==================== frame_run_controller
===== config.mk =====
export PLATFORM = sky130hd
export DESIGN_NAME = frame_run_controller
export DESIGN_NICKNAME = d
export VERILOG_FILES = /design/src/rtl/frame_run_controller.sv
export SDC_FILE = /design/constraint.sdc
export NUM_CORES = 1
export LEC_CHECK = 0
export CAP_MARGIN = 15
export CORE_UTILIZATION = 49
export CTS_CLUSTER_DIAMETER = 200
export DETAILED_ROUTE_END_ITERATION = 8
export GPL_ROUTABILITY_DRIVEN = 1
export GPL_TIMING_DRIVEN = 0
export MAX_ROUTING_LAYER = met4
export PLACE_DENSITY = 0.81
export SYNTH_ARGS = -nofsm -noshare
export SYNTH_HDL_FRONTEND = slang
export SYNTH_SLANG_ARGS = --single-unit
export TNS_END_PERCENT = 30

===== constraint.sdc =====
create_clock -name clk -period 4.67 [get_ports clk]
set_input_delay 0.934 -clock clk [delete_from_list [all_inputs] [get_ports clk]]
set_output_delay 0.934 -clock clk [all_outputs]
set_load 0.02 [all_outputs]

===== src/rtl/frame_run_controller.sv =====
// Run sequencer for one frame-generator test: latches the port config, starts the
// generator, counts completed frames, stops on target/timeout/abort and reports.
package frame_run_pkg;
    typedef struct packed {
        logic [31:0] dst_addr;
        logic [31:0] src_addr;
        logic [15:0] frame_size;
    } port_config_t;
endpackage

module frame_run_controller
    import frame_run_pkg::*;
#(
    parameter int unsigned COUNT_WIDTH = 32
) (
    input  logic                   clk,
    input  logic                   rst_n,
    input  logic                   cmd_start,
    input  logic                   cmd_abort,
    input  port_config_t           cfg_port_config,
    input  logic [COUNT_WIDTH-1:0] cfg_frame_count,
    input  logic [COUNT_WIDTH-1:0] cfg_max_cycles,
    input  logic                   gen_ready,
    output logic                   gen_start,
    output logic                   gen_stop,
    output port_config_t           gen_port_config,
    input  logic                   mon_valid,
    input  logic                   mon_ready,
    input  logic                   mon_last,
    output logic                   busy,
    output logic                   done,
    output logic [COUNT_WIDTH-1:0] frames_sent,
    output logic [COUNT_WIDTH-1:0] cycles_elapsed,
    output logic [1:0]             stop_reason
);

    typedef enum logic [2:0] {
        S_IDLE,
        S_LAUNCH,
        S_RUN,
        S_DRAIN,
        S_DONE
    } state_t;

    localparam logic [COUNT_WIDTH-1:0] CNT_MAX = '1;

    state_t                 state_q, state_d;
    port_config_t           cfg_q;
    logic [COUNT_WIDTH-1:0] target_q, limit_q;
    logic [COUNT_WIDTH-1:0] frames_q, frames_d;
    logic [COUNT_WIDTH-1:0] cycles_q, cycles_d;
    logic [1:0]             reason_q, reason_d;

    logic                   frame_done;
    logic                   accept;
    logic                   counting;
    logic                   hit_count, hit_timeout;
    logic [COUNT_WIDTH:0]   frames_inc, cycles_inc, target_m1;

    assign frame_done = mon_valid & mon_ready & mon_last;
    assign accept     = (state_q == S_IDLE) & cmd_start & gen_ready & ~cmd_abort;
    assign counting   = (state_q == S_RUN) | (state_q == S_DRAIN);

    // One extra bit keeps the stop comparisons exact when the counters sit at all-ones.
    assign frames_inc  = {1'b0, frames_q} + {{COUNT_WIDTH{1'b0}}, frame_done};
    assign cycles_inc  = {1'b0, cycles_q} + {{COUNT_WIDTH{1'b0}}, 1'b1};
    assign target_m1   = {1'b0, target_q} - {{COUNT_WIDTH{1'b0}}, 1'b1};
    assign hit_count   = (target_q != '0) && (frames_inc >= target_m1);
    assign hit_timeout = (limit_q != '0) && (cycles_inc >= {1'b0, limit_q});

    always_ff @(posedge clk) begin
        if (!rst_n) begin
            state_q <= S_IDLE;
        end else begin
            state_q <= state_d;
        end
    end

    always_comb begin
        state_d  = state_q;
        reason_d = reason_q;
        unique case (state_q)
            S_IDLE: begin
                if (accept) begin
                    state_d  = S_LAUNCH;
                    reason_d = 2'd0;
                end
            end
            S_LAUNCH: state_d = S_RUN;
            S_RUN: begin
                if (hit_count) begin
                    state_d  = S_DRAIN;
                    reason_d = 2'd1;
                end else if (hit_timeout) begin
                    state_d  = S_DRAIN;
                    reason_d = 2'd2;
                end else if (cmd_abort) begin
                    state_d  = S_DRAIN;
                    reason_d = 2'd3;
                end
            end
            S_DRAIN: begin
                if (gen_ready) begin
                    state_d = S_DONE;
                end
            end
            S_DONE:  state_d = S_IDLE;
            default: state_d = S_IDLE;
        endcase
    end

    always_comb begin
        gen_start = (state_q == S_LAUNCH);
        gen_stop  = (state_q == S_DRAIN);
        busy      = (state_q != S_IDLE);
        done      = (state_q == S_DONE);
    end

    always_comb begin
        frames_d = frames_q;
        cycles_d = cycles_q;
        if (accept) begin
            frames_d = '0;
            cycles_d = '0;
        end else if (counting) begin
            frames_d = frames_inc[COUNT_WIDTH] ? CNT_MAX : frames_inc[COUNT_WIDTH-1:0];
            cycles_d = cycles_inc[COUNT_WIDTH] ? CNT_MAX : cycles_inc[COUNT_WIDTH-1:0];
        end
    end

    always_ff @(posedge clk) begin
        if (!rst_n) begin
            cfg_q    <= '0;
            target_q <= '0;
            limit_q  <= '0;
            frames_q <= '0;
            cycles_q <= '0;
            reason_q <= '0;
        end else begin
            frames_q <= frames_d;
            cycles_q <= cycles_d;
            reason_q <= reason_d;
            if (accept) begin
                cfg_q    <= cfg_port_config;
                target_q <= cfg_frame_count;
                limit_q  <= cfg_max_cycles;
            end
        end
    end

    assign gen_port_config = cfg_q;
    assign frames_sent     = frames_q;
    assign cycles_elapsed  = cycles_q;
    assign stop_reason     = reason_q;

endmodule


==> summary.txt <==
yosys + openroad results -> leak pwr=5.69 nW, Starting Density=0.502, top post-synthesis cells by count=nand2_1, dfxtp_1, a21oi_1, total power=5.04 mW, combinational share of power=0.212, Top-area cell share=0.388, Main power group=sequential cells, Critical R2R Capture=state_q[0], cell area after layout=15300 µm², Worst VDD drop=0.299 mV, Worst Reg-to-Reg Cells=14, Synth top cell by count=nand2_1, Post-Synthesis Cell Area=11000 µm², OpenROAD warning count=26, status=complete, no violations, Flop Count=213, share of layout cells above drive strength 1=0.0639, P&R area growth vs syn=39.1%, worst path required time=5140 ps, top cells, area=dfxtp_1, nand2_1, a21oi_1, crit path max fanout=6, Synth async-reset ratio=0, DRC=0, CP top delay family=simple AND/OR/NAND/NOR gates, Seq/total area=0.279, Synth Area in Simple Gates=0.244
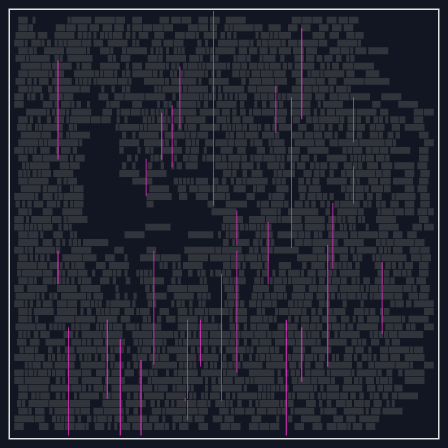
(frame_run_controller/m4.png)
Cells faint in the background.
share of all routed wire: 2.3%
wire length on this layer: 809 µm

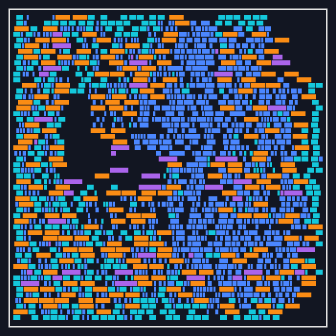
(frame_run_controller/class_map.png)
[blue] remaining logic cells | cells: 1086
[purple] clock drivers and dummy loads | cells: 43
[cyan] remaining buffers and delay cells | cells: 380
[orange] sequential cells | cells: 213

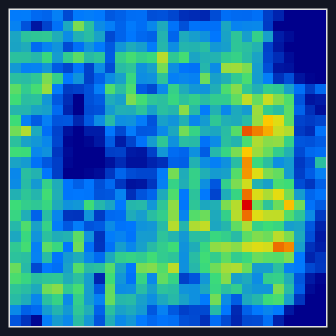
(frame_run_controller/route_heat.png)
The die is cut into 30 by 30 equal tiles; dark blue is low, red is high, scaled to the fullest tile. Values are wire area over tile area, all layers added.
nearly empty tiles: 5.8%
densest ninth of the die: middle right
fullest tile: 0.75
tiles over half the peak: 16%


==================== instr_encoder_loader
==> instr_encoder_loader/clock_wires.png <==
The bar under the picture is 20 µm long.
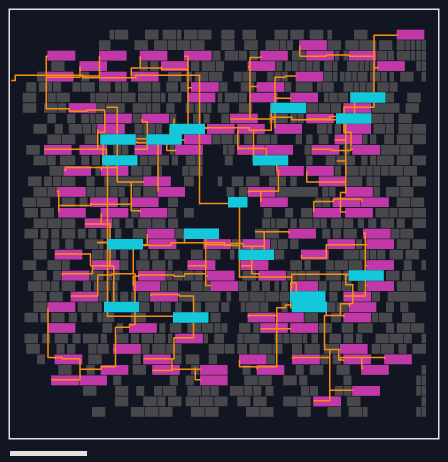
==> instr_encoder_loader/class_map.png <==
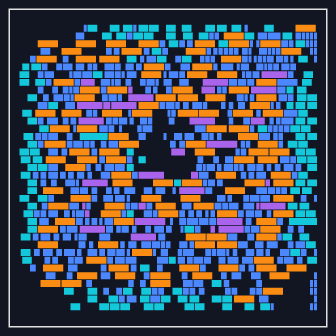
### config.mk
export PLATFORM = sky130hd
export DESIGN_NAME = instr_encoder_loader
export DESIGN_NICKNAME = d
export VERILOG_FILES = /design/src/rtl/instr_encoder_loader.sv
export SDC_FILE = /design/constraint.sdc
export NUM_CORES = 1
export LEC_CHECK = 0
export ABC_CLOCK_PERIOD_IN_PS = 5280
export CAP_MARGIN = 20
export CORE_MARGIN = 3
export CORE_UTILIZATION = 53
export CTS_CLUSTER_SIZE = 25
export DETAILED_ROUTE_END_ITERATION = 8
export GPL_ROUTABILITY_DRIVEN = 0
export HOLD_SLACK_MARGIN = 0.03
export PLACE_DENSITY = 0.85
export REMOVE_ABC_BUFFERS = 1
export SETUP_SLACK_MARGIN = 0.05
export SYNTH_ARGS = -nofsm -noshare
export SYNTH_HDL_FRONTEND = slang
export SYNTH_SLANG_ARGS = --single-unit
### constraint.sdc
create_clock -name clk -period 5.28 [get_ports clk]
set_clock_uncertainty 0.05 [all_clocks]
set_input_delay 0.792 -clock clk [delete_from_list [all_inputs] [get_ports clk]]
set_output_delay 0.792 -clock clk [all_outputs]
set_load 0.01 [all_outputs]
### src/rtl/instr_encoder_loader.sv
// instr_encoder_loader: accepts MIPS-style instruction commands, encodes each
// one into a 32-bit word and writes it to consecutive instruction memory words.
// Each command takes three cycles: accept (IDLE), encode (ENC), write (WR).
module instr_encoder_loader #(
    parameter int unsigned DEPTH     = 256,
    parameter logic [31:0] BASE_ADDR = 32'h0000_0000
) (
    input  logic        clk,
    input  logic        rst,
    input  logic        clr,
    input  logic        cmd_valid,
    output logic        cmd_ready,
    input  logic [2:0]  cmd_op,
    input  logic [4:0]  cmd_rs,
    input  logic [4:0]  cmd_rt,
    input  logic [4:0]  cmd_rd,
    input  logic [5:0]  cmd_funct,
    input  logic [15:0] cmd_imm,
    input  logic [25:0] cmd_target,
    output logic        mem_we,
    output logic [31:0] mem_addr,
    output logic [31:0] mem_wdata,
    output logic [8:0]  word_count,
    output logic        full,
    output logic        err
);

    localparam logic [1:0] IDLE = 2'd0;
    localparam logic [1:0] ENC  = 2'd1;
    localparam logic [1:0] WR   = 2'd2;

    localparam logic [8:0] DEPTH_CNT = 9'(DEPTH);

    logic [1:0]  state_q, state_d;
    logic [2:0]  op_q, op_d;
    logic [4:0]  rs_q, rs_d;
    logic [4:0]  rt_q, rt_d;
    logic [4:0]  rd_q, rd_d;
    logic [5:0]  funct_q, funct_d;
    logic [15:0] imm_q, imm_d;
    logic [25:0] target_q, target_d;
    logic [31:0] addr_q, addr_d;
    logic [31:0] wdata_q, wdata_d;
    logic [8:0]  count_q, count_d;
    logic        err_q, err_d;

    logic        accept;
    logic        op_valid;
    logic [31:0] enc_word;

    assign full       = (count_q == DEPTH_CNT);
    assign cmd_ready  = (state_q == IDLE) && !full && !clr && !rst;
    assign mem_we     = (state_q == WR) && !clr && !rst;
    assign mem_addr   = addr_q;
    assign mem_wdata  = wdata_q;
    assign word_count = count_q;
    assign err        = err_q;

    assign accept   = cmd_valid && cmd_ready;
    assign op_valid = (op_q <= 3'd5);

    // Encode the latched command fields into an instruction word.
    always_comb begin
        enc_word = '0;
        case (op_q)
            3'd0:    enc_word = {6'b000000, rs_q, rt_q, rd_q, 5'b00000, funct_q};
            3'd1:    enc_word = {6'b100011, rs_q, rt_q, imm_q};
            3'd2:    enc_word = {6'b101011, rs_q, rt_q, imm_q};
            3'd3:    enc_word = {6'b000100, rs_q, rt_q, imm_q};
            3'd4:    enc_word = {6'b001000, rs_q, rt_q, imm_q};
            3'd5:    enc_word = {6'b000010, target_q};
            default: enc_word = '0;
        endcase
    end

    // Next-state logic: accept, encode/validate, write; clr overrides everything.
    always_comb begin
        state_d  = state_q;
        op_d     = op_q;
        rs_d     = rs_q;
        rt_d     = rt_q;
        rd_d     = rd_q;
        funct_d  = funct_q;
        imm_d    = imm_q;
        target_d = target_q;
        addr_d   = addr_q;
        wdata_d  = wdata_q;
        count_d  = count_q;
        err_d    = err_q;
        if (clr) begin
            state_d = IDLE;
            count_d = '0;
            err_d   = 1'b0;
        end else begin
            case (state_q)
                IDLE: begin
                    if (accept) begin
                        op_d     = cmd_op;
                        rs_d     = cmd_rs;
                        rt_d     = cmd_rt;
                        rd_d     = cmd_rd;
                        funct_d  = cmd_funct;
                        imm_d    = cmd_imm;
                        target_d = cmd_target;
                        state_d  = ENC;
                    end
                end
                ENC: begin
                    if (op_valid) begin
                        wdata_d = enc_word;
                        addr_d  = BASE_ADDR + {21'b0, count_q, 2'b00};
                        state_d = WR;
                    end else begin
                        err_d   = 1'b1;
                        state_d = IDLE;
                    end
                end
                WR: begin
                    count_d = count_q + 9'd1;
                    state_d = IDLE;
                end
                default: state_d = IDLE;
            endcase
        end
    end

    // State and datapath registers with synchronous reset.
    always_ff @(posedge clk) begin
        if (rst) begin
            state_q  <= IDLE;
            op_q     <= '0;
            rs_q     <= '0;
            rt_q     <= '0;
            rd_q     <= '0;
            funct_q  <= '0;
            imm_q    <= '0;
            target_q <= '0;
            addr_q   <= BASE_ADDR;
            wdata_q  <= '0;
            count_q  <= '0;
            err_q    <= 1'b0;
        end else begin
            state_q  <= state_d;
            op_q     <= op_d;
            rs_q     <= rs_d;
            rt_q     <= rt_d;
            rd_q     <= rd_d;
            funct_q  <= funct_d;
            imm_q    <= imm_d;
            target_q <= target_d;
            addr_q   <= addr_d;
            wdata_q  <= wdata_d;
            count_q  <= count_d;
            err_q    <= err_d;
        end
    end

endmodule

==> summary.txt <==
yosys + openroad results -> Final ANT Viol Nets=0, inverters=6, slowest cell on the critical path=clkdlybuf4s50_1, status=complete, no violations, Highest Signal Layer=met4, Flop Count=117, Global Route Usage Sum=0.226, Final Slew Violations=0, post_cts resized=0, DR vias=4863, Synth Flop Type=dfxtp_1, cell area after layout=7560 µm², # IOs=147, Seq. cell area=2340 µm², CP max stage delay=580 ps, Hold Crit Endpoint=funct_q[3], Post-Route Utilization=0.717
## Picture notes: instr_encoder_loader/clock_wires.png
[magenta] flip-flops | count: 117
[orange] clock wires | length: 1400 µm
[cyan] clock-net drivers | count: 17
routed clock nets: 18
flops lie: spread over the die

## Picture notes: instr_encoder_loader/class_map.png
[orange] sequential cells | cells: 117
[blue] remaining logic cells | cells: 463
[purple] clock drivers and dummy loads | cells: 31
[cyan] remaining buffers and delay cells | cells: 132



==> screenshots <==
Clock routing.
picture 1
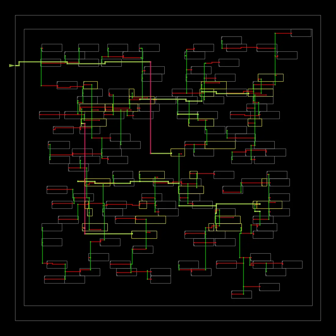
picture 2
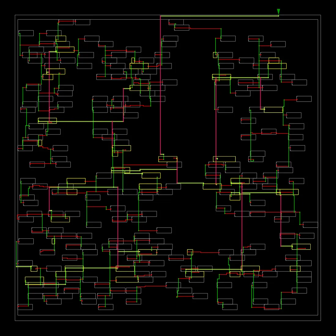
Of these, most sequential cells: picture 2
Of these, most clock buffers: picture 2
frame_run_controller -> picture 2
instr_encoder_loader -> picture 1

Power figures rest on the tool's default switching activity, not on a simulated workload.
